# ---- conv_window_gen ----
Figure 1. Cell density map (conv_window_gen).
13 x 13 tiles, from black (low) to pale yellow (high), 0 to 100% covered.
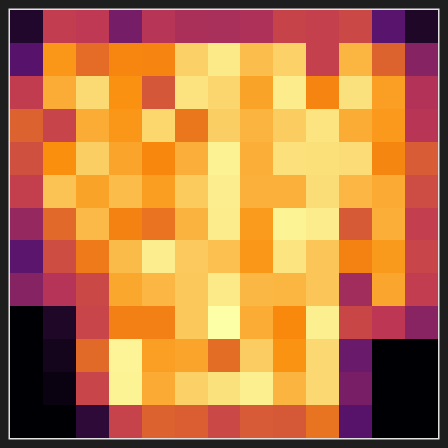

## src/rtl/conv_window_gen.sv

```systemverilog
// Sliding KERNEL x KERNEL window generator fed from the read side of the async pixel FIFO.
// Keeps KERNEL-1 line buffers and streams every valid-region window on a valid/ready port.
module conv_window_gen #(
  parameter int unsigned DATA_WIDTH = 8,
  parameter int unsigned KERNEL     = 3,
  parameter int unsigned IMG_WIDTH  = 8,
  parameter int unsigned IMG_HEIGHT = 8
) (
  input  logic                                   clk,
  input  logic                                   rst_n,
  input  logic                                   start,
  output logic                                   busy,
  output logic                                   frame_done,
  output logic                                   fifo_rd_en,
  input  logic [DATA_WIDTH-1:0]                  fifo_rd_data,
  input  logic                                   fifo_empty,
  output logic                                   win_valid,
  input  logic                                   win_ready,
  output logic [KERNEL*KERNEL*DATA_WIDTH-1:0]    win_data,
  output logic [$clog2(IMG_HEIGHT)-1:0]          win_row,
  output logic [$clog2(IMG_WIDTH)-1:0]           win_col
);

  localparam int unsigned TOTAL = IMG_WIDTH * IMG_HEIGHT;
  localparam int unsigned CNT_W = $clog2(TOTAL + 1);
  localparam int unsigned ROW_W = $clog2(IMG_HEIGHT);
  localparam int unsigned COL_W = $clog2(IMG_WIDTH);

  localparam logic [1:0] ST_IDLE  = 2'd0;
  localparam logic [1:0] ST_RUN   = 2'd1;
  localparam logic [1:0] ST_DRAIN = 2'd2;
  localparam logic [1:0] ST_DONE  = 2'd3;

  logic [1:0]            state;
  logic [1:0]            state_nxt;
  logic [CNT_W-1:0]      pop_cnt;
  logic                  in_flight;
  logic                  skid_valid;
  logic [DATA_WIDTH-1:0] skid_data;
  logic [ROW_W-1:0]      row;
  logic [COL_W-1:0]      col;

  logic                  out_free_c;
  logic                  pop_c;
  logic                  advance_c;
  logic                  emit_c;
  logic                  start_c;
  logic [DATA_WIDTH-1:0] pix_c;

  logic [DATA_WIDTH-1:0] lb      [KERNEL-1][IMG_WIDTH];
  logic [DATA_WIDTH-1:0] win     [KERNEL][KERNEL];
  logic [DATA_WIDTH-1:0] new_col_c [KERNEL];

  // Skid and in-flight pixel are mutually exclusive: a pop is never issued while either could collide.
  assign out_free_c = !win_valid || win_ready;
  assign fifo_rd_en = (state == ST_RUN) && !fifo_empty && (pop_cnt < CNT_W'(TOTAL)) &&
                      !skid_valid && out_free_c;
  assign pop_c      = fifo_rd_en && !fifo_empty;
  assign pix_c      = skid_valid ? skid_data : fifo_rd_data;
  assign advance_c  = (skid_valid || in_flight) && out_free_c;
  assign emit_c     = advance_c && (row >= ROW_W'(KERNEL - 1)) && (col >= COL_W'(KERNEL - 1));
  assign start_c    = (state == ST_IDLE) && start;

  always_ff @(posedge clk or negedge rst_n) begin
    if (!rst_n) state <= ST_IDLE;
    else        state <= state_nxt;
  end

  always_comb begin
    state_nxt = state;
    case (state)
      ST_IDLE:  if (start) state_nxt = ST_RUN;
      ST_RUN:   if (pop_cnt == CNT_W'(TOTAL)) state_nxt = ST_DRAIN;
      ST_DRAIN: if (!in_flight && !skid_valid && out_free_c) state_nxt = ST_DONE;
      ST_DONE:  state_nxt = ST_IDLE;
      default:  state_nxt = ST_IDLE;
    endcase
  end

  // Right-hand column entering the window: line buffers oldest..newest, then the live pixel.
  always_comb begin
    for (int r = 0; r < KERNEL; r++) new_col_c[r] = pix_c;
    for (int r = 0; r < KERNEL - 1; r++) new_col_c[r] = lb[r][col];
  end

  always_comb begin
    win_data = '0;
    for (int r = 0; r < KERNEL; r++) begin
      for (int c = 0; c < KERNEL; c++) begin
        win_data[(r*KERNEL + c)*DATA_WIDTH +: DATA_WIDTH] = win[r][c];
      end
    end
  end

  always_ff @(posedge clk or negedge rst_n) begin
    if (!rst_n) begin
      busy       <= 1'b0;
      frame_done <= 1'b0;
      pop_cnt    <= '0;
      in_flight  <= 1'b0;
      skid_valid <= 1'b0;
      skid_data  <= '0;
      row        <= '0;
      col        <= '0;
    end else begin
      busy       <= (state_nxt != ST_IDLE);
      frame_done <= (state_nxt == ST_DONE);
      in_flight  <= pop_c;
      if (start_c)    pop_cnt <= '0;
      else if (pop_c) pop_cnt <= pop_cnt + CNT_W'(1);
      if (in_flight && !out_free_c) begin
        skid_valid <= 1'b1;
        skid_data  <= fifo_rd_data;
      end else if (skid_valid && out_free_c) begin
        skid_valid <= 1'b0;
      end
      if (start_c) begin
        row <= '0;
        col <= '0;
      end else if (advance_c) begin
        if (col == COL_W'(IMG_WIDTH - 1)) begin
          col <= '0;
          row <= (row == ROW_W'(IMG_HEIGHT - 1)) ? '0 : row + ROW_W'(1);
        end else begin
          col <= col + COL_W'(1);
        end
      end
    end
  end

  // Line buffers are plain storage; per column they form a KERNEL-1 deep shift chain.
  always_ff @(posedge clk) begin
    if (advance_c) begin
      for (int k = 0; k < KERNEL - 2; k++) lb[k][col] <= lb[k+1][col];
      lb[KERNEL-2][col] <= pix_c;
    end
  end

  always_ff @(posedge clk or negedge rst_n) begin
    if (!rst_n) begin
      for (int r = 0; r < KERNEL; r++) begin
        for (int c = 0; c < KERNEL; c++) win[r][c] <= '0;
      end
    end else if (advance_c) begin
      for (int r = 0; r < KERNEL; r++) begin
        for (int c = 0; c < KERNEL - 1; c++) win[r][c] <= win[r][c+1];
        win[r][KERNEL-1] <= new_col_c[r];
      end
    end
  end

  always_ff @(posedge clk or negedge rst_n) begin
    if (!rst_n) begin
      win_valid <= 1'b0;
      win_row   <= '0;
      win_col   <= '0;
    end else if (emit_c) begin
      win_valid <= 1'b1;
      win_row   <= row - ROW_W'(KERNEL - 1);
      win_col   <= col - COL_W'(KERNEL - 1);
    end else if (win_ready) begin
      win_valid <= 1'b0;
    end
  end

endmodule

```

## config.mk

```make
export PLATFORM = sky130hd
export DESIGN_NAME = conv_window_gen
export DESIGN_NICKNAME = d
export VERILOG_FILES = /design/src/rtl/conv_window_gen.sv
export SDC_FILE = /design/constraint.sdc
export NUM_CORES = 1
export LEC_CHECK = 0
export CAP_MARGIN = 5
export CORE_MARGIN = 2
export CORE_UTILIZATION = 60
export CTS_CLUSTER_SIZE = 12
export DETAILED_ROUTE_END_ITERATION = 8
export HOLD_SLACK_MARGIN = 0.05
export PLACE_DENSITY = 0.83
export SYNTH_ARGS = -nofsm -noshare
export SYNTH_HDL_FRONTEND = slang
export SYNTH_SLANG_ARGS = --single-unit
```

## constraint.sdc

```tcl
create_clock -name clk -period 5.2 [get_ports clk]
set_input_delay 0.52 -clock clk [delete_from_list [all_inputs] [get_ports clk]]
set_output_delay 0.52 -clock clk [all_outputs]
set_load 0.01 [all_outputs]
```

# ---- pc_sequencer ----
### src/rtl/pc_seq_pkg.sv
// Shared op-codes and FSM state encodings for the PC sequencer.
package pc_seq_pkg;

  localparam logic [2:0] OP_HOLD = 3'b000;
  localparam logic [2:0] OP_INC  = 3'b001;
  localparam logic [2:0] OP_JMP  = 3'b010;
  localparam logic [2:0] OP_BRA  = 3'b011;
  localparam logic [2:0] OP_CALL = 3'b100;
  localparam logic [2:0] OP_RET  = 3'b101;
  localparam logic [2:0] OP_INT  = 3'b110;
  localparam logic [2:0] OP_IRET = 3'b111;

  localparam logic [1:0] ST_RUN   = 2'd0;
  localparam logic [1:0] ST_INT   = 2'd1;
  localparam logic [1:0] ST_FAULT = 2'd2;

endpackage

### src/rtl/pc_ras.sv
// Return-address stack: LIFO of DEPTH entries with level/full/empty flags.
// Entries are not cleared by reset; only the level is.
module pc_ras #(
  parameter int DEPTH = 4,
  parameter int W     = 32,
  parameter int LVL_W = $clog2(DEPTH + 1)
) (
  input  logic             clk,
  input  logic             rst_n,
  input  logic             push,
  input  logic             pop,
  input  logic [W-1:0]     push_data,
  output logic [W-1:0]     top_data,
  output logic [LVL_W-1:0] level,
  output logic             full,
  output logic             empty
);

  localparam int IDX_W = (DEPTH > 1) ? $clog2(DEPTH) : 1;

  logic [W-1:0]     mem [DEPTH];
  logic [LVL_W-1:0] top_idx;

  assign full    = (level == LVL_W'(DEPTH));
  assign empty   = (level == '0);
  assign top_idx = level - LVL_W'(1);
  assign top_data = empty ? '0 : mem[top_idx[IDX_W-1:0]];

  // Occupancy counter; the parent never asserts push when full or pop when empty.
  always_ff @(posedge clk) begin
    if (!rst_n)
      level <= '0;
    else if (push && !full)
      level <= level + LVL_W'(1);
    else if (pop && !empty)
      level <= level - LVL_W'(1);
  end

  // Entry storage, written at the current level on push.
  always_ff @(posedge clk) begin
    if (push && !full)
      mem[level[IDX_W-1:0]] <= push_data;
  end

endmodule

### src/rtl/pc_sequencer.sv
// Program counter sequencer: PC register, RUN/INT_SVC/FAULT FSM and a
// return-address stack shared by CALL/RET and INT/IRET.
module pc_sequencer
  import pc_seq_pkg::*;
#(
  parameter int               DATA_W    = 32,
  parameter int               ADDR_W    = 13,
  parameter int               RAS_DEPTH = 4,
  parameter logic [DATA_W-1:0] INT_VEC  = 'h0000E000,
  parameter logic [DATA_W-1:0] RESET_VEC = '0
) (
  input  logic                             clk_pc,
  input  logic                             reset_pc,
  input  logic                             pc_en,
  input  logic [2:0]                       pc_op,
  input  logic [DATA_W-1:0]                data_in,
  input  logic                             AD_sel,
  output logic [ADDR_W-1:0]                Address_line,
  output logic [DATA_W-1:0]                pc_value,
  output logic [$clog2(RAS_DEPTH+1)-1:0]   ras_level,
  output logic                             int_active,
  output logic                             fault
);

  localparam int LVL_W = $clog2(RAS_DEPTH + 1);

  logic [DATA_W-1:0] pc, pc_nxt, pc_inc, top_data;
  logic [1:0]        st, st_nxt;
  logic              push, pop, full, empty;

  assign pc_inc = pc + DATA_W'(1);

  pc_ras #(
    .DEPTH (RAS_DEPTH),
    .W     (DATA_W),
    .LVL_W (LVL_W)
  ) u_ras (
    .clk       (clk_pc),
    .rst_n     (reset_pc),
    .push      (push),
    .pop       (pop),
    .push_data (pc_inc),
    .top_data  (top_data),
    .level     (ras_level),
    .full      (full),
    .empty     (empty)
  );

  // Next-state decode. Stack overflow/underflow diverts to FAULT without
  // touching pc or the stack; FAULT ignores everything until reset.
  always_comb begin
    pc_nxt = pc;
    st_nxt = st;
    push   = 1'b0;
    pop    = 1'b0;
    if (pc_en && st != ST_FAULT) begin
      case (pc_op)
        OP_INC:  pc_nxt = pc_inc;
        OP_JMP:  pc_nxt = data_in;
        OP_BRA:  pc_nxt = pc + data_in;
        OP_CALL: begin
          if (full) st_nxt = ST_FAULT;
          else begin
            push   = 1'b1;
            pc_nxt = data_in;
          end
        end
        OP_RET: begin
          if (empty) st_nxt = ST_FAULT;
          else begin
            pop    = 1'b1;
            pc_nxt = top_data;
          end
        end
        OP_INT: begin
          // No nesting: INT while already in service is a HOLD.
          if (st == ST_RUN) begin
            if (full) st_nxt = ST_FAULT;
            else begin
              push   = 1'b1;
              pc_nxt = INT_VEC;
              st_nxt = ST_INT;
            end
          end
        end
        OP_IRET: begin
          if (st != ST_INT || empty) st_nxt = ST_FAULT;
          else begin
            pop    = 1'b1;
            pc_nxt = top_data;
            st_nxt = ST_RUN;
          end
        end
        default: ;
      endcase
    end
  end

  // PC and FSM state registers.
  always_ff @(posedge clk_pc) begin
    if (!reset_pc) begin
      pc <= RESET_VEC;
      st <= ST_RUN;
    end else begin
      pc <= pc_nxt;
      st <= st_nxt;
    end
  end

  assign pc_value     = pc;
  assign Address_line = AD_sel ? pc[ADDR_W-1:0] : '0;
  assign int_active   = (st == ST_INT);
  assign fault        = (st == ST_FAULT);

endmodule
### config.mk
export PLATFORM = sky130hd
export DESIGN_NAME = pc_sequencer
export DESIGN_NICKNAME = d
export VERILOG_FILES = /design/src/rtl/pc_seq_pkg.sv /design/src/rtl/pc_ras.sv /design/src/rtl/pc_sequencer.sv
export SDC_FILE = /design/constraint.sdc
export NUM_CORES = 1
export LEC_CHECK = 0
export ABC_AREA = 0
export CORE_MARGIN = 2
export CORE_UTILIZATION = 55
export CTS_CLUSTER_SIZE = 16
export DETAILED_ROUTE_END_ITERATION = 10
export HOLD_SLACK_MARGIN = 0.03
export PLACE_DENSITY = 0.82
export RECOVER_POWER = 25
export SLEW_MARGIN = 25
export SYNTH_ARGS = -nofsm -noshare
export SYNTH_HDL_FRONTEND = slang
export SYNTH_HIERARCHICAL = 1
export SYNTH_SLANG_ARGS = --single-unit
### constraint.sdc
create_clock -name clk_pc -period 7.65 [get_ports clk_pc]
set_input_delay 1.53 -clock clk_pc [delete_from_list [all_inputs] [get_ports clk_pc]]
set_output_delay 1.53 -clock clk_pc [all_outputs]
set_load 0.02 [all_outputs]
# ---- time_date_setter ----
--- src/rtl/time_date_setter_pkg.sv ---
// Shared types, BCD packing indices, reset date and calendar helpers for the
// time/date setting block.
package time_date_setter_pkg;

    typedef enum logic [1:0] {
        ST_IDLE,
        ST_CAPTURE,
        ST_EDIT,
        ST_COMMIT
    } state_t;

    typedef enum logic [2:0] {
        FLD_HOUR  = 3'd0,
        FLD_MIN   = 3'd1,
        FLD_SEC   = 3'd2,
        FLD_DAY   = 3'd3,
        FLD_MONTH = 3'd4,
        FLD_YEAR  = 3'd5
    } field_t;

    // Digit positions in the 56-bit word, digit 0 being the least significant nibble
    localparam int D_YEAR0  = 0;
    localparam int D_YEAR1  = 1;
    localparam int D_YEAR2  = 2;
    localparam int D_YEAR3  = 3;
    localparam int D_MONTH0 = 4;
    localparam int D_MONTH1 = 5;
    localparam int D_DAY0   = 6;
    localparam int D_DAY1   = 7;
    localparam int D_SEC0   = 8;
    localparam int D_SEC1   = 9;
    localparam int D_MIN0   = 10;
    localparam int D_MIN1   = 11;
    localparam int D_HOUR0  = 12;
    localparam int D_HOUR1  = 13;

    localparam int HOUR_LSB    = D_HOUR0 * 4;
    localparam int MIN_LSB     = D_MIN0 * 4;
    localparam int SEC_LSB     = D_SEC0 * 4;
    localparam int DAY_LSB     = D_DAY0 * 4;
    localparam int MONTH_LSB   = D_MONTH0 * 4;
    localparam int YEAR_LO_LSB = D_YEAR0 * 4;
    localparam int YEAR_HI_LSB = D_YEAR2 * 4;

    localparam logic [7:0]  RESET_DAY   = 8'h01;
    localparam logic [7:0]  RESET_MONTH = 8'h01;
    localparam logic [15:0] RESET_YEAR  = 16'h2024;
    localparam logic [55:0] RESET_BCD   = {24'h000000, RESET_DAY, RESET_MONTH, RESET_YEAR};

    function automatic logic [7:0] bcd2bin(input logic [7:0] v);
        return ({4'd0, v[7:4]} * 8'd10) + {4'd0, v[3:0]};
    endfunction

    function automatic logic [7:0] bin2bcd(input logic [7:0] b);
        logic [7:0] tens;
        logic [7:0] ones;
        tens = b / 8'd10;
        ones = b % 8'd10;
        return {tens[3:0], ones[3:0]};
    endfunction

    // Binary day count of the given BCD month; an invalid month allows 31
    function automatic logic [7:0] maxday(input logic [7:0] month_bcd, input logic [7:0] year_lo_bcd);
        logic [7:0] y;
        y = bcd2bin(year_lo_bcd);
        case (month_bcd)
            8'h04, 8'h06, 8'h09, 8'h11: return 8'd30;
            8'h02: return ((y % 8'd4) == 8'd0) ? 8'd29 : 8'd28;
            default: return 8'd31;
        endcase
    endfunction

endpackage

--- src/rtl/time_date_setter_debounce.sv ---
// Two-flop synchronizer followed by a symmetric debouncer that emits one
// press pulse per accepted low-to-high transition.
module btn_debounce #(
    parameter int DB_CYCLES = 4
) (
    input  logic clk,
    input  logic rst,
    input  logic btn,
    output logic press
);
    localparam int CNT_W = $clog2(DB_CYCLES + 1);
    localparam logic [CNT_W-1:0] LAST = CNT_W'(DB_CYCLES - 1);

    logic             sync_p0;
    logic             sync_p1;
    logic             stable;
    logic [CNT_W-1:0] cnt;

    // The counter measures how long the synchronized input has disagreed with the accepted level
    always_ff @(posedge clk or posedge rst) begin
        if (rst) begin
            sync_p0 <= 1'b0;
            sync_p1 <= 1'b0;
            stable  <= 1'b0;
            cnt     <= '0;
            press   <= 1'b0;
        end else begin
            sync_p0 <= btn;
            sync_p1 <= sync_p0;
            press   <= 1'b0;
            if (sync_p1 != stable) begin
                if (cnt == LAST) begin
                    cnt    <= '0;
                    stable <= sync_p1;
                    press  <= sync_p1;
                end else begin
                    cnt <= cnt + 1'b1;
                end
            end else begin
                cnt <= '0;
            end
        end
    end

endmodule

--- src/rtl/time_date_setter.sv ---
// Three-button time/date editor: captures the live BCD value, lets the user
// step through and increment fields, then loads the result back.
module time_date_setter
    import time_date_setter_pkg::*;
#(
    parameter int DB_CYCLES = 4,
    parameter int BLINK_W   = 8
) (
    input  logic        clk,
    input  logic        rst,
    input  logic        btn_mode,
    input  logic        btn_next,
    input  logic        btn_inc,
    input  logic [55:0] cur_bcd,
    output logic        edit_active,
    output logic [2:0]  field,
    output logic [55:0] set_bcd,
    output logic        load,
    output logic        blank
);
    state_t               state;
    field_t               field_q;
    logic [BLINK_W-1:0]   blink_cnt;
    logic                 mode_press;
    logic                 next_press;
    logic                 inc_press;

    btn_debounce #(.DB_CYCLES(DB_CYCLES)) u_db_mode (.clk(clk), .rst(rst), .btn(btn_mode), .press(mode_press));
    btn_debounce #(.DB_CYCLES(DB_CYCLES)) u_db_next (.clk(clk), .rst(rst), .btn(btn_next), .press(next_press));
    btn_debounce #(.DB_CYCLES(DB_CYCLES)) u_db_inc  (.clk(clk), .rst(rst), .btn(btn_inc),  .press(inc_press));

    // Out-of-range or top-of-range values both restart at the field minimum
    function automatic logic [7:0] inc_bcd2(input logic [7:0] v, input logic [7:0] lo_b, input logic [7:0] hi_b);
        logic [7:0] b;
        b = bcd2bin(v);
        if (v[7:4] > 4'd9 || v[3:0] > 4'd9 || b < lo_b || b >= hi_b)
            return bin2bcd(lo_b);
        return bin2bcd(b + 8'd1);
    endfunction

    function automatic logic [55:0] inc_field(input logic [55:0] v, input field_t f);
        logic [55:0] r;
        logic [7:0]  md;
        r = v;
        case (f)
            FLD_HOUR:  r[HOUR_LSB +: 8]  = inc_bcd2(v[HOUR_LSB +: 8], 8'd0, 8'd23);
            FLD_MIN:   r[MIN_LSB +: 8]   = inc_bcd2(v[MIN_LSB +: 8], 8'd0, 8'd59);
            FLD_SEC:   r[SEC_LSB +: 8]   = inc_bcd2(v[SEC_LSB +: 8], 8'd0, 8'd59);
            FLD_DAY:   r[DAY_LSB +: 8]   = inc_bcd2(v[DAY_LSB +: 8], 8'd1,
                                                    maxday(v[MONTH_LSB +: 8], v[YEAR_LO_LSB +: 8]));
            FLD_MONTH: r[MONTH_LSB +: 8] = inc_bcd2(v[MONTH_LSB +: 8], 8'd1, 8'd12);
            FLD_YEAR: begin
                r[YEAR_HI_LSB +: 8] = 8'h20;
                r[YEAR_LO_LSB +: 8] = (v[YEAR_HI_LSB +: 8] != 8'h20) ? 8'h00
                                      : inc_bcd2(v[YEAR_LO_LSB +: 8], 8'd0, 8'd99);
            end
            default: r = v;
        endcase
        // A new month or year can shorten the month, so pull the day back inside it
        if (f == FLD_MONTH || f == FLD_YEAR) begin
            md = maxday(r[MONTH_LSB +: 8], r[YEAR_LO_LSB +: 8]);
            if (bcd2bin(r[DAY_LSB +: 8]) > md)
                r[DAY_LSB +: 8] = bin2bcd(md);
        end
        return r;
    endfunction

    always_ff @(posedge clk or posedge rst) begin
        if (rst) begin
            state     <= ST_IDLE;
            field_q   <= FLD_HOUR;
            set_bcd   <= RESET_BCD;
            load      <= 1'b0;
            blink_cnt <= '0;
        end else begin
            load      <= 1'b0;
            blink_cnt <= blink_cnt + 1'b1;
            unique case (state)
                ST_IDLE: begin
                    if (mode_press)
                        state <= ST_CAPTURE;
                end
                ST_CAPTURE: begin
                    set_bcd   <= cur_bcd;
                    field_q   <= FLD_HOUR;
                    blink_cnt <= '0;
                    state     <= ST_EDIT;
                end
                ST_EDIT: begin
                    // Mode outranks next, next outranks inc; losers in the same cycle are dropped
                    if (mode_press) begin
                        set_bcd[SEC_LSB +: 8] <= 8'h00;
                        load                  <= 1'b1;
                        state                 <= ST_COMMIT;
                    end else if (next_press) begin
                        field_q   <= (field_q == FLD_YEAR) ? FLD_HOUR : field_t'(field_q + 3'd1);
                        blink_cnt <= '0;
                    end else if (inc_press) begin
                        set_bcd <= inc_field(set_bcd, field_q);
                    end
                end
                ST_COMMIT: begin
                    state <= ST_IDLE;
                end
            endcase
        end
    end

    assign edit_active = (state == ST_EDIT);
    assign field       = field_q;
    assign blank       = edit_active & blink_cnt[BLINK_W-1];

endmodule

--- config.mk ---
export PLATFORM = sky130hd
export DESIGN_NAME = time_date_setter
export DESIGN_NICKNAME = d
export VERILOG_FILES = /design/src/rtl/time_date_setter_pkg.sv /design/src/rtl/time_date_setter_debounce.sv /design/src/rtl/time_date_setter.sv
export SDC_FILE = /design/constraint.sdc
export NUM_CORES = 1
export LEC_CHECK = 0
export CAP_MARGIN = 20
export CELL_PAD_IN_SITES_DETAIL_PLACEMENT = 0
export CELL_PAD_IN_SITES_GLOBAL_PLACEMENT = 1
export CORE_MARGIN = 5
export CORE_UTILIZATION = 44
export CTS_CLUSTER_SIZE = 20
export DETAILED_ROUTE_END_ITERATION = 8
export GPL_TIMING_DRIVEN = 0
export PLACE_DENSITY_LB_ADDON = 0.1
export SLEW_MARGIN = 10
export SYNTH_ARGS = -nofsm -noshare
export SYNTH_HDL_FRONTEND = slang
export SYNTH_SLANG_ARGS = --single-unit
--- constraint.sdc ---
create_clock -name clk -period 8.3 [get_ports clk]
set_input_delay 1.245 -clock clk [delete_from_list [all_inputs] [get_ports clk]]
set_output_delay 1.245 -clock clk [all_outputs]
set_load 0.02 [all_outputs]
# ---- sig_sink ----
===== config.mk =====
export PLATFORM = sky130hd
export DESIGN_NAME = sig_sink
export DESIGN_NICKNAME = d
export VERILOG_FILES = /design/src/rtl/sig_sink.sv
export SDC_FILE = /design/constraint.sdc
export NUM_CORES = 1
export LEC_CHECK = 0
export CAP_MARGIN = 20
export CORE_AREA = 2 2 154 156
export DETAILED_ROUTE_END_ITERATION = 8
export DIE_AREA = 0 0 156 158
export HOLD_SLACK_MARGIN = 0.15
export PLACE_DENSITY = 0.74
export REMOVE_ABC_BUFFERS = 1
export SLEW_MARGIN = 40
export SYNTH_ARGS = -nofsm -noshare
export SYNTH_HDL_FRONTEND = slang
export SYNTH_SLANG_ARGS = --single-unit

===== constraint.sdc =====
create_clock -name clk -period 7.4 [get_ports clk]
set_input_delay 0.74 -clock clk [delete_from_list [all_inputs] [get_ports clk]]
set_output_delay 0.74 -clock clk [all_outputs]
set_load 0.01 [all_outputs]

===== src/rtl/sig_sink.sv =====
// sig_sink: compliance-signature sink on the core's data-store port.
// Stores to SIG_ADDR are queued in a FIFO and streamed out over a
// valid/ready port; a store to HALT_ADDR drains the FIFO, then raises done.
module sig_sink #(
  parameter logic [31:0] SIG_ADDR  = 32'h0000_0F00,
  parameter logic [31:0] HALT_ADDR = 32'hCAFE_BEEF,
  parameter int          DEPTH     = 8
) (
  input  logic        clk,
  input  logic        rst,
  input  logic        st_en,
  input  logic [31:0] st_addr,
  input  logic [31:0] st_data,
  output logic        st_ready,
  output logic        sig_valid,
  output logic [31:0] sig_data,
  input  logic        sig_ready,
  output logic        done,
  output logic        late_wr,
  output logic [15:0] word_cnt
);

  localparam int AW = $clog2(DEPTH);

  typedef enum logic [1:0] {RUN, DRAIN, DONE} state_t;

  state_t        state, state_nxt;
  logic [AW:0]   wr_ptr, rd_ptr;
  logic [31:0]   mem [DEPTH];
  logic          is_sig, is_halt;
  logic          full, empty;
  logic          push, pop;

  assign is_sig  = (st_addr == SIG_ADDR);
  assign is_halt = (st_addr == HALT_ADDR);

  // Extra pointer MSB separates full from empty when low bits match.
  assign empty = (wr_ptr == rd_ptr);
  assign full  = (wr_ptr[AW] != rd_ptr[AW]) &&
                 (wr_ptr[AW-1:0] == rd_ptr[AW-1:0]);

  // Stall depends only on address and registered state, never on sig_ready,
  // so a full FIFO holds the store even when a pop happens this cycle.
  assign push = st_en && is_sig && st_ready && (state == RUN);
  assign pop  = sig_valid && sig_ready;

  assign sig_valid = !empty;
  assign sig_data  = mem[rd_ptr[AW-1:0]];

  // FSM state register
  always_ff @(posedge clk or negedge rst) begin
    if (!rst) state <= RUN;
    else      state <= state_nxt;
  end

  // Next-state and state-decoded outputs; DRAIN->DONE uses registered empty,
  // so a final pop at edge N moves to DONE at edge N+1.
  always_comb begin
    state_nxt = state;
    st_ready  = 1'b1;
    done      = 1'b0;
    unique case (state)
      RUN: begin
        st_ready = !(full && is_sig);
        if (st_en && is_halt) state_nxt = DRAIN;
      end
      DRAIN: begin
        if (empty) state_nxt = DONE;
      end
      DONE: begin
        done = 1'b1;
      end
      default: state_nxt = RUN;
    endcase
  end

  // FIFO pointers
  always_ff @(posedge clk or negedge rst) begin
    if (!rst) begin
      wr_ptr <= '0;
      rd_ptr <= '0;
    end else begin
      if (push) wr_ptr <= wr_ptr + 1'b1;
      if (pop)  rd_ptr <= rd_ptr + 1'b1;
    end
  end

  // FIFO storage; contents are meaningless once pointers reset
  always_ff @(posedge clk) begin
    if (push) mem[wr_ptr[AW-1:0]] <= st_data;
  end

  // Sticky flag for signature stores that arrive after the halt
  always_ff @(posedge clk or negedge rst) begin
    if (!rst)                                   late_wr <= 1'b0;
    else if (st_en && is_sig && state != RUN)   late_wr <= 1'b1;
  end

  // Delivered-word counter, saturating
  always_ff @(posedge clk or negedge rst) begin
    if (!rst)                             word_cnt <= '0;
    else if (pop && word_cnt != 16'hFFFF) word_cnt <= word_cnt + 16'd1;
  end

endmodule



==> gallery <==
Cells coloured by class.
Scale bar: 50 µm. Fill, decap, tap and diode cells in grey.
Plate I
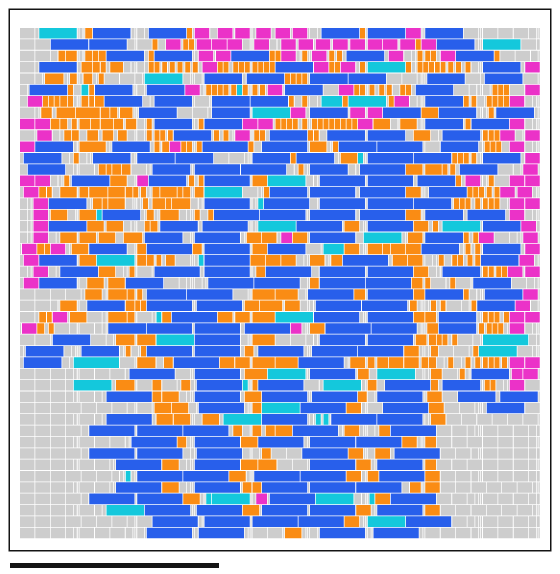
Plate II
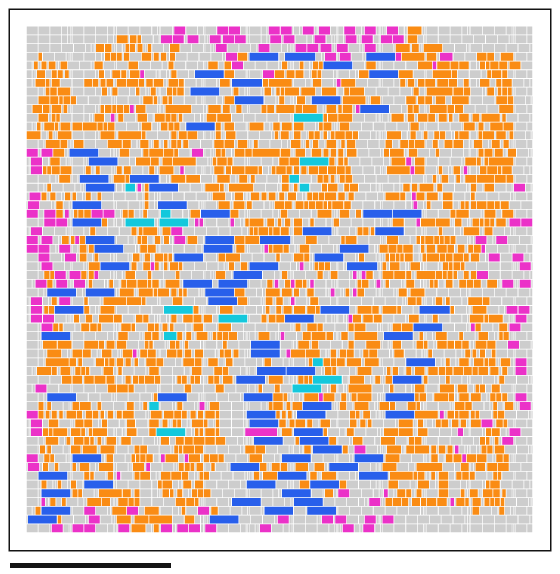
Plate III
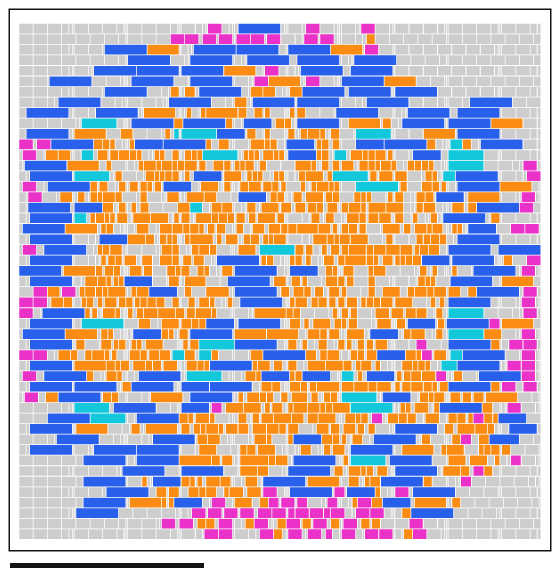
Plate IV
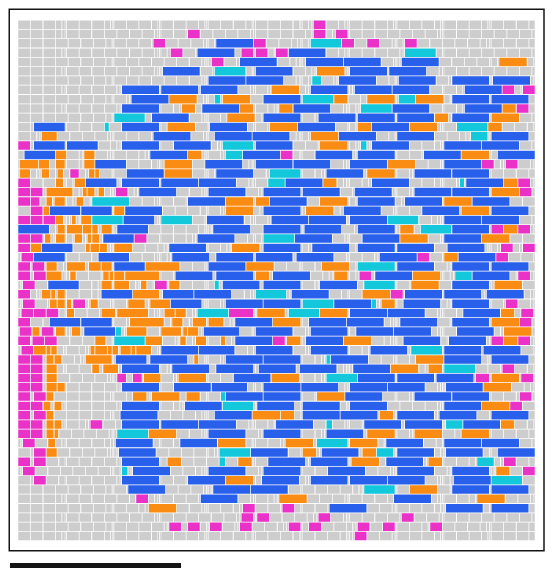
The one with the fewest sequential cells is Plate II.
The one with the most cells is Plate II.
| from | picture |
|---|---|
| pc_sequencer | Plate III |
| sig_sink | Plate IV |
| time_date_setter | Plate II |
| conv_window_gen | Plate I |

Figure 2. Congestion heat map (time_date_setter).
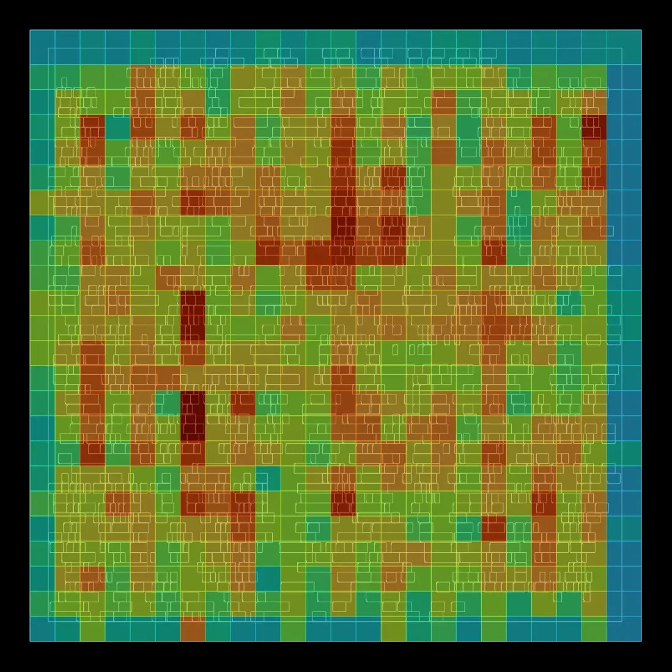
post-DR wirelength/cell: 17.88 µm
Final Core Density: 0.5214
Total GRT Usage: 0.2287

==> run notes, time_date_setter <==
run metrics: final setup margin=0.8392 ns, mean post-synth cell area=a little over 8 µm², Reg2Reg Depth=27, TritonCTS clock tree=built, WL final=32,810 µm, Routed Antenna Nets=0, GR peak layer=met2, detailed-route DRC error count=0, row count=roughly 58, min Tclk post-route=roughly 7.5 ns, Seq share, synth=0.2073, Clk Latency, worst-skew pair=0.37 ns, Hold Path Stages=0, #MultiIn Comb=1,175, gpl congestion=just over 0.9, Hold-fix buffers, CTS=0, Most used DFF post-synth=dfrtp_1, met1 Use GR=0.3158, NonClk Buf Share=0.1125, antenna cells=0, critical path depth=27, Log Warnings=about 47, Vias=roughly 11k, max_slew headroom=0.2988, bufs w/o clock=roughly 180, most instantiated logic cells after routing=clkdlybuf4s50_1 (122), nand2_1 (109), nor2_1 (101), a21oi_1 (94), ha_1 (88), max reg flops=56, number of clock buffers in the layout=9, Vias per Instance=approximately 6, Biggest register=set_bcd, cell type with the largest total area=dfrtp_1, register area=2283 µm², RSZ-0062 raised after global routing=false, worst r2r src=set_bcd[21], most frequent logic cell in the layout=clkdlybuf4s50_1, hold wc startpoint=u_db_next.sync_p0, post-CTS setup buffers=0, Post-DP Area=between 10,000 and 15,000 µm², Mapped Cells=about 1.4k, H-tree depth=3, Fmax=between 0.1 and 0.15 GHz, outcome=finished clean, core area=roughly 25,000 µm², GR Util met3=0.03193, root buf cell=clkbuf_16, Sum Neg Setup Slack=0 ns, P&R area growth vs syn=17.82%, share of cells above drive strength 1=0.05980, DP HPWL=25,680 µm, initial drt markers=about 990, routed wl met2=~15,000 µm, Design Area, Final=~13,000 µm², Placed Cells=around 1.8k, Hold Path End=u_db_next.sync_p1, cycle use final=0.8989, logic share of the area=0.6437, Reg clk slew, reported paths=about 0.08 ns, initial antenna violation count=1, met2 usage=0.3850, Crit Path Category=reg2reg
time_date_setter: logic make-up (layout without fill, tap and decap cells):
logic type | after synthesis | count (layout) | share of synthesized area
and+or+nand+nor | 479 | 479 | 0.2237
adders and majority gates | 103 | 103 | 0.1263
DFF | 91 | 91 | 0.2073
buffers and inverters | 99 | 239 | 0.03476
xor gates and xnor gates | 106 | 106 | 0.09008
AOI/OAI and AO/OA | 462 | 462 | 0.2935
muxes | 25 | 25 | 0.02431
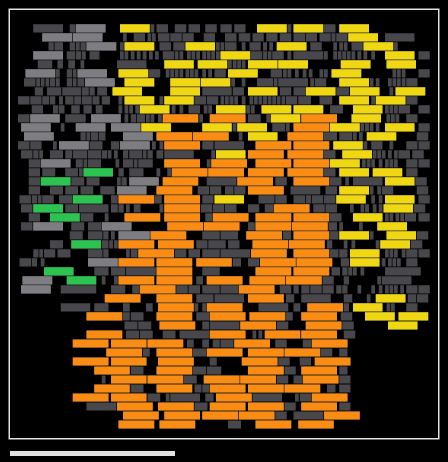
Figure 3: conv_window_gen, sequential cells coloured by netlist name.
Scale bar: 50 µm.
[yellow] win_data | flops: 72
[orange] lb | flops: 128
[green] skid_data | flops: 8 | where: middle left
not coloured: 26
sequential share of cell area: 0.5799
register area: 6497 µm²

## Picture notes: Figure 1
mean over tiles: 65%
densest ninth of the die: centre
fullest tile: 100%

==> run notes, conv_window_gen <==
run metrics: routed wl met2=about 10,000 µm, clock tree sinks=234, initial antenna violation count=0, max-slew violations=0, CP peak stage delay=0.78 ns, share of cells above drive strength 1=0.1183, initial drt markers=between 300 and 400, MUX area fraction=0.09997, TritonCTS clock tree=built, Worst Path Buf+Inv=1, final setup margin=approximately 2.5 ns, Post-Layout Cell Count=roughly 1.0k, multi-input combinational cell area=approximately 2700 µm², GR Util met3=0.03964, Total Nets Final=between 800 and 900, dpl ws=around 2.2 ns, P&R area growth vs syn=18.89%, Die W=between 100 and 150 µm, min Tclk post-route=between 2 and 3 ns, post-CTS setup buffers=0, yosys stat chip area=~9400 µm², met3 wire length=1191 µm, endpoints failing setup=0, xor/xnor share=0.0009294, outcome=finished clean, max-cap violation count=0, logic share of the area=0.2383, worst r2r src=skid_valid, Reg clk slew, reported paths=approximately 0.06 ns, CTS Buffer Depth=3
==> conv_window_gen: state kept, by name, indices dropped and copies added, names as in the netlist, 3 cells and up <==
register and count:
win_data 72, pop_cnt 7, skid_data 8, win_row 3
win_col 3, col 3, row 3, lb 128
==> conv_window_gen: metrics by stage <==
stage	utilization	hold slack, ns
finish	0.7343	0.1197
detailed placement	0.6843	0.4642
global placement	0.6843	0.4566
CTS	0.7343	0.1453
global route	0.7343	0.1946
floorplan	-	0.2244
Figure 4. Routed metal, one colour a layer (pc_sequencer).
Scale bar: 50 µm. Two of the layers only.
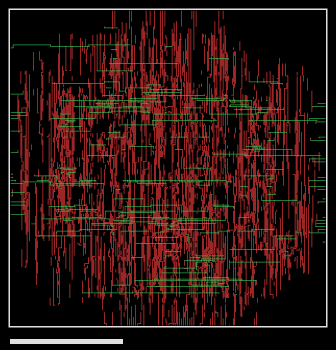
[green] met3 | wire length: 2,180 µm
[red] met2 | wire length: 12,800 µm
WL final: 26,390 µm
post-DR wirelength/cell: 20.80 µm
Total GRT Usage: 0.2738
Vias: 8,144

Figure 5. Cell density map (pc_sequencer).
14 x 14 tiles, from black (low) to pale yellow (high), 0 to 100% covered.
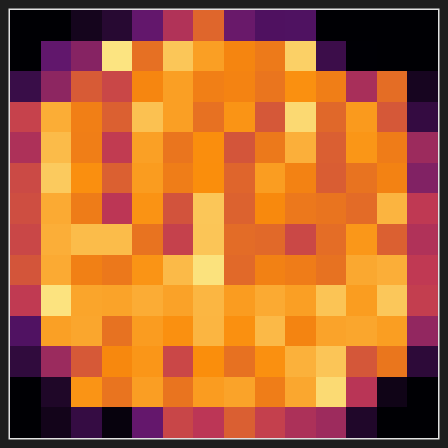
tiles over 75% full: 36%
emptiest ninth of the die: upper right
fullest tile: 94%

==> run notes, pc_sequencer <==
run metrics: most instantiated logic cells after routing=edfxtp_1 (128), nand2_1 (100), clkdlybuf4s50_1 (85), a21oi_1 (79), nor2_1 (62), cycle use final=0.5991, yosys cell count=966, Die ar.=just under 20,000 µm², outcome=finished clean, max_slew headroom=0.2115, R2R Setup Slk=3.75 ns, Top logic family=AND-OR/OR-AND gates, met3 wire length=around 2200 µm, Hold Path End=st[0], worst hold slack=0.5619 ns, Mapped Cells=between 900 and 1k, Init Core Util=0.5617, final setup margin=between 3 and 4 ns, Unique cell types=between 70 and 80, highest metal used=met4
==> pc_sequencer: layer usage <==
layer  track usage  vias to the layer above
li1              -                     3755
met4        0.1010                        0
met3       0.05506                       61
met2        0.4618                      413
met5             0                        -
met1        0.3518                     3915
==> pc_sequencer: cell type report <==
class	count	area, µm²
clock buffers	17	425.4
repair buffers	103	978.4
fillers	1405	6266
well taps	229	286.5
flip-flops and latches	165	4586
multi-input cells	725	5174
clock inverters	15	192.7
diodes	1	2.502
inverters	14	52.55
==> pc_sequencer: worst max-delay path: stages <==
cell and delay [ns]:
clkdlybuf4s50_1 0.67, and2_1 0.23, clkdlybuf4s50_1 0.62
Figure 6. Sequential cells coloured by netlist name (sig_sink).
Scale bar: 50 µm.
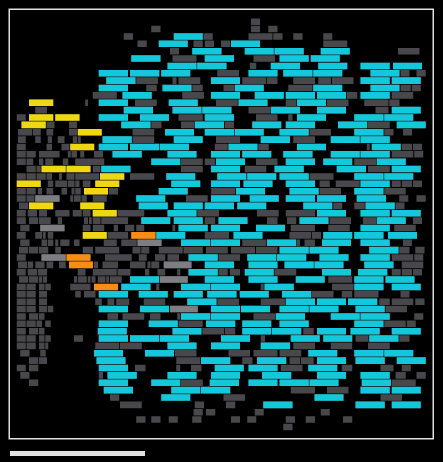
[yellow] word_cnt | flops: 16
[orange] wr_ptr | flops: 4 | where: middle left
[cyan] mem | flops: 256
not coloured: 7

Figure 7. Congestion heat map (sig_sink).
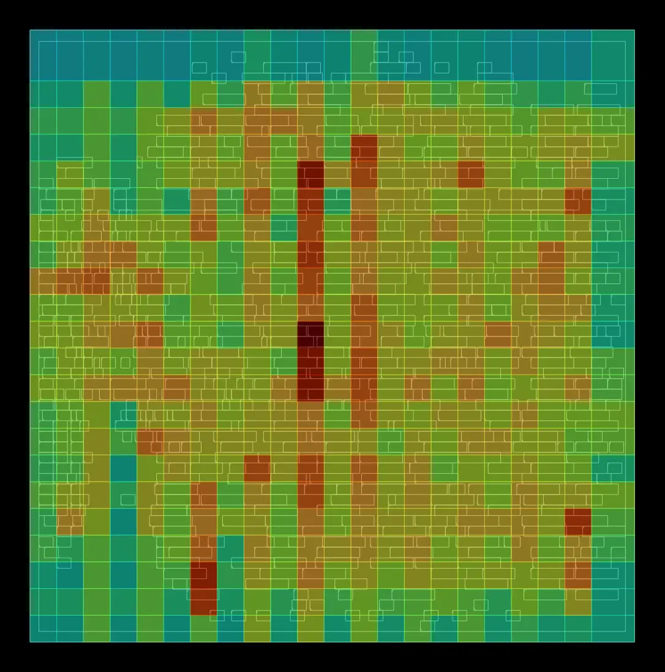
Total GRT Usage: 0.1762
Final Core Density: 0.5981
post-DR wirelength/cell: 21.96 µm
met1 Use GR: 0.2393
GR peak layer: met2

==> run notes, sig_sink <==
run metrics: outcome=finished clean, max-cap violation count=0, number of clock buffers in the layout=41, Top logic family=multiplexers, NonClk Buf Share=0.09083, bufs w/o clock=between 100 and 150, Die Span Y=roughly 160 µm, final hold violations=0, routed wl met2=between 10,000 and 15,000 µm, register area=8374 µm², row count=~56, CTS Buffer Depth=3, Total Nets Final=between 700 and 800, Clock Skews=0.009598 ns, Clk Latency, worst-skew pair=approximately 0.53 ns, CTS buffer count=28, P&R area growth vs syn=22.36%, Placed Cells=slightly above 900, M1 WL=9053 µm, initial antenna violation count=0, RSZ-0062 raised after global routing=false, CP startpoint kind=flip-flop, adder share=0.003331, Routed Antenna Nets=0, final setup margin=around 3.4 ns, nonclk inv count=5, gpl congestion=~0.83, Pre-Repair DR Iteration Count=4, Flops after synth=around 280, largest net degree at the start of global routing=about 47, root buf cell=clkbuf_16, Unique cell types=approximately 46, Most used DFF post-synth=edfxtp_1, logic share of the area=0.2048, most frequent logic cell in the layout=edfxtp_1, core area=between 20,000 and 25,000 µm², Top class by area=flip-flops and latches, Init Core Util=0.4888, Crit Path Category=reg2out, aoi share=0.006773, flop count=283, #MultiIn Comb=between 200 and 250, cycle use final=0.5443, WL final=~21,000 µm, Hold-fix buffers, CTS=0, met3 wire length=about 1200 µm, endpoints failing setup=0, xor/xnor share=0.02321, FILL cells=~1.6k
[sig_sink: path summary, 6_finish.rpt]
| path | startpoint | end | depth (start not counted) |
|---|---|---|---|
| hold reg to reg | late_wr | late_wr | 1 |
| setup reg to reg | rd_ptr[2] | mem[6][5] | 4 |
| max in group asynchronous | rst | rd_ptr[2] | 2 |
| hold / removal | late_wr | late_wr | 1 |
| min in group asynchronous | rst | word_cnt[15] | 2 |
| setup / recovery | rd_ptr[0] | sig_data[17] | 4 |
[sig_sink: state kept, by name, indices dropped and copies added, names as in the netlist]
register and flops:
wr_ptr 4, late_wr 1, mem 256, state 2
rd_ptr 4, word_cnt 16


==> screenshots <==
Routed metal, one colour a layer.
Scale bar: 50 µm. Two of the layers only.
(a)
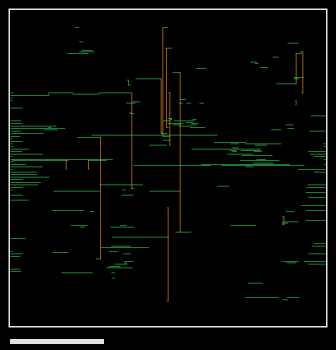
(b)
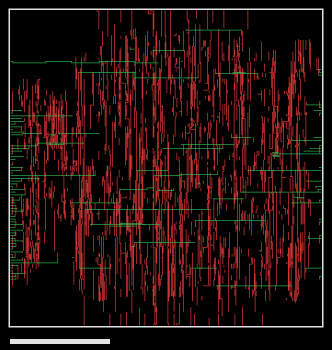
(c)
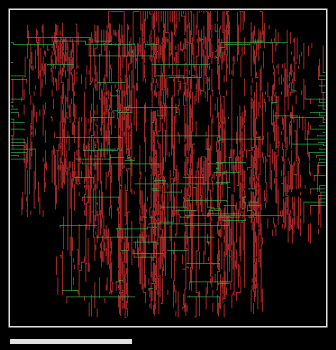
- sig_sink = (b)
- conv_window_gen = (c)
- time_date_setter = (a)

Key to (c):
[green] met3 | wire length: 1,190 µm
[red] met2 | wire length: 10,200 µm

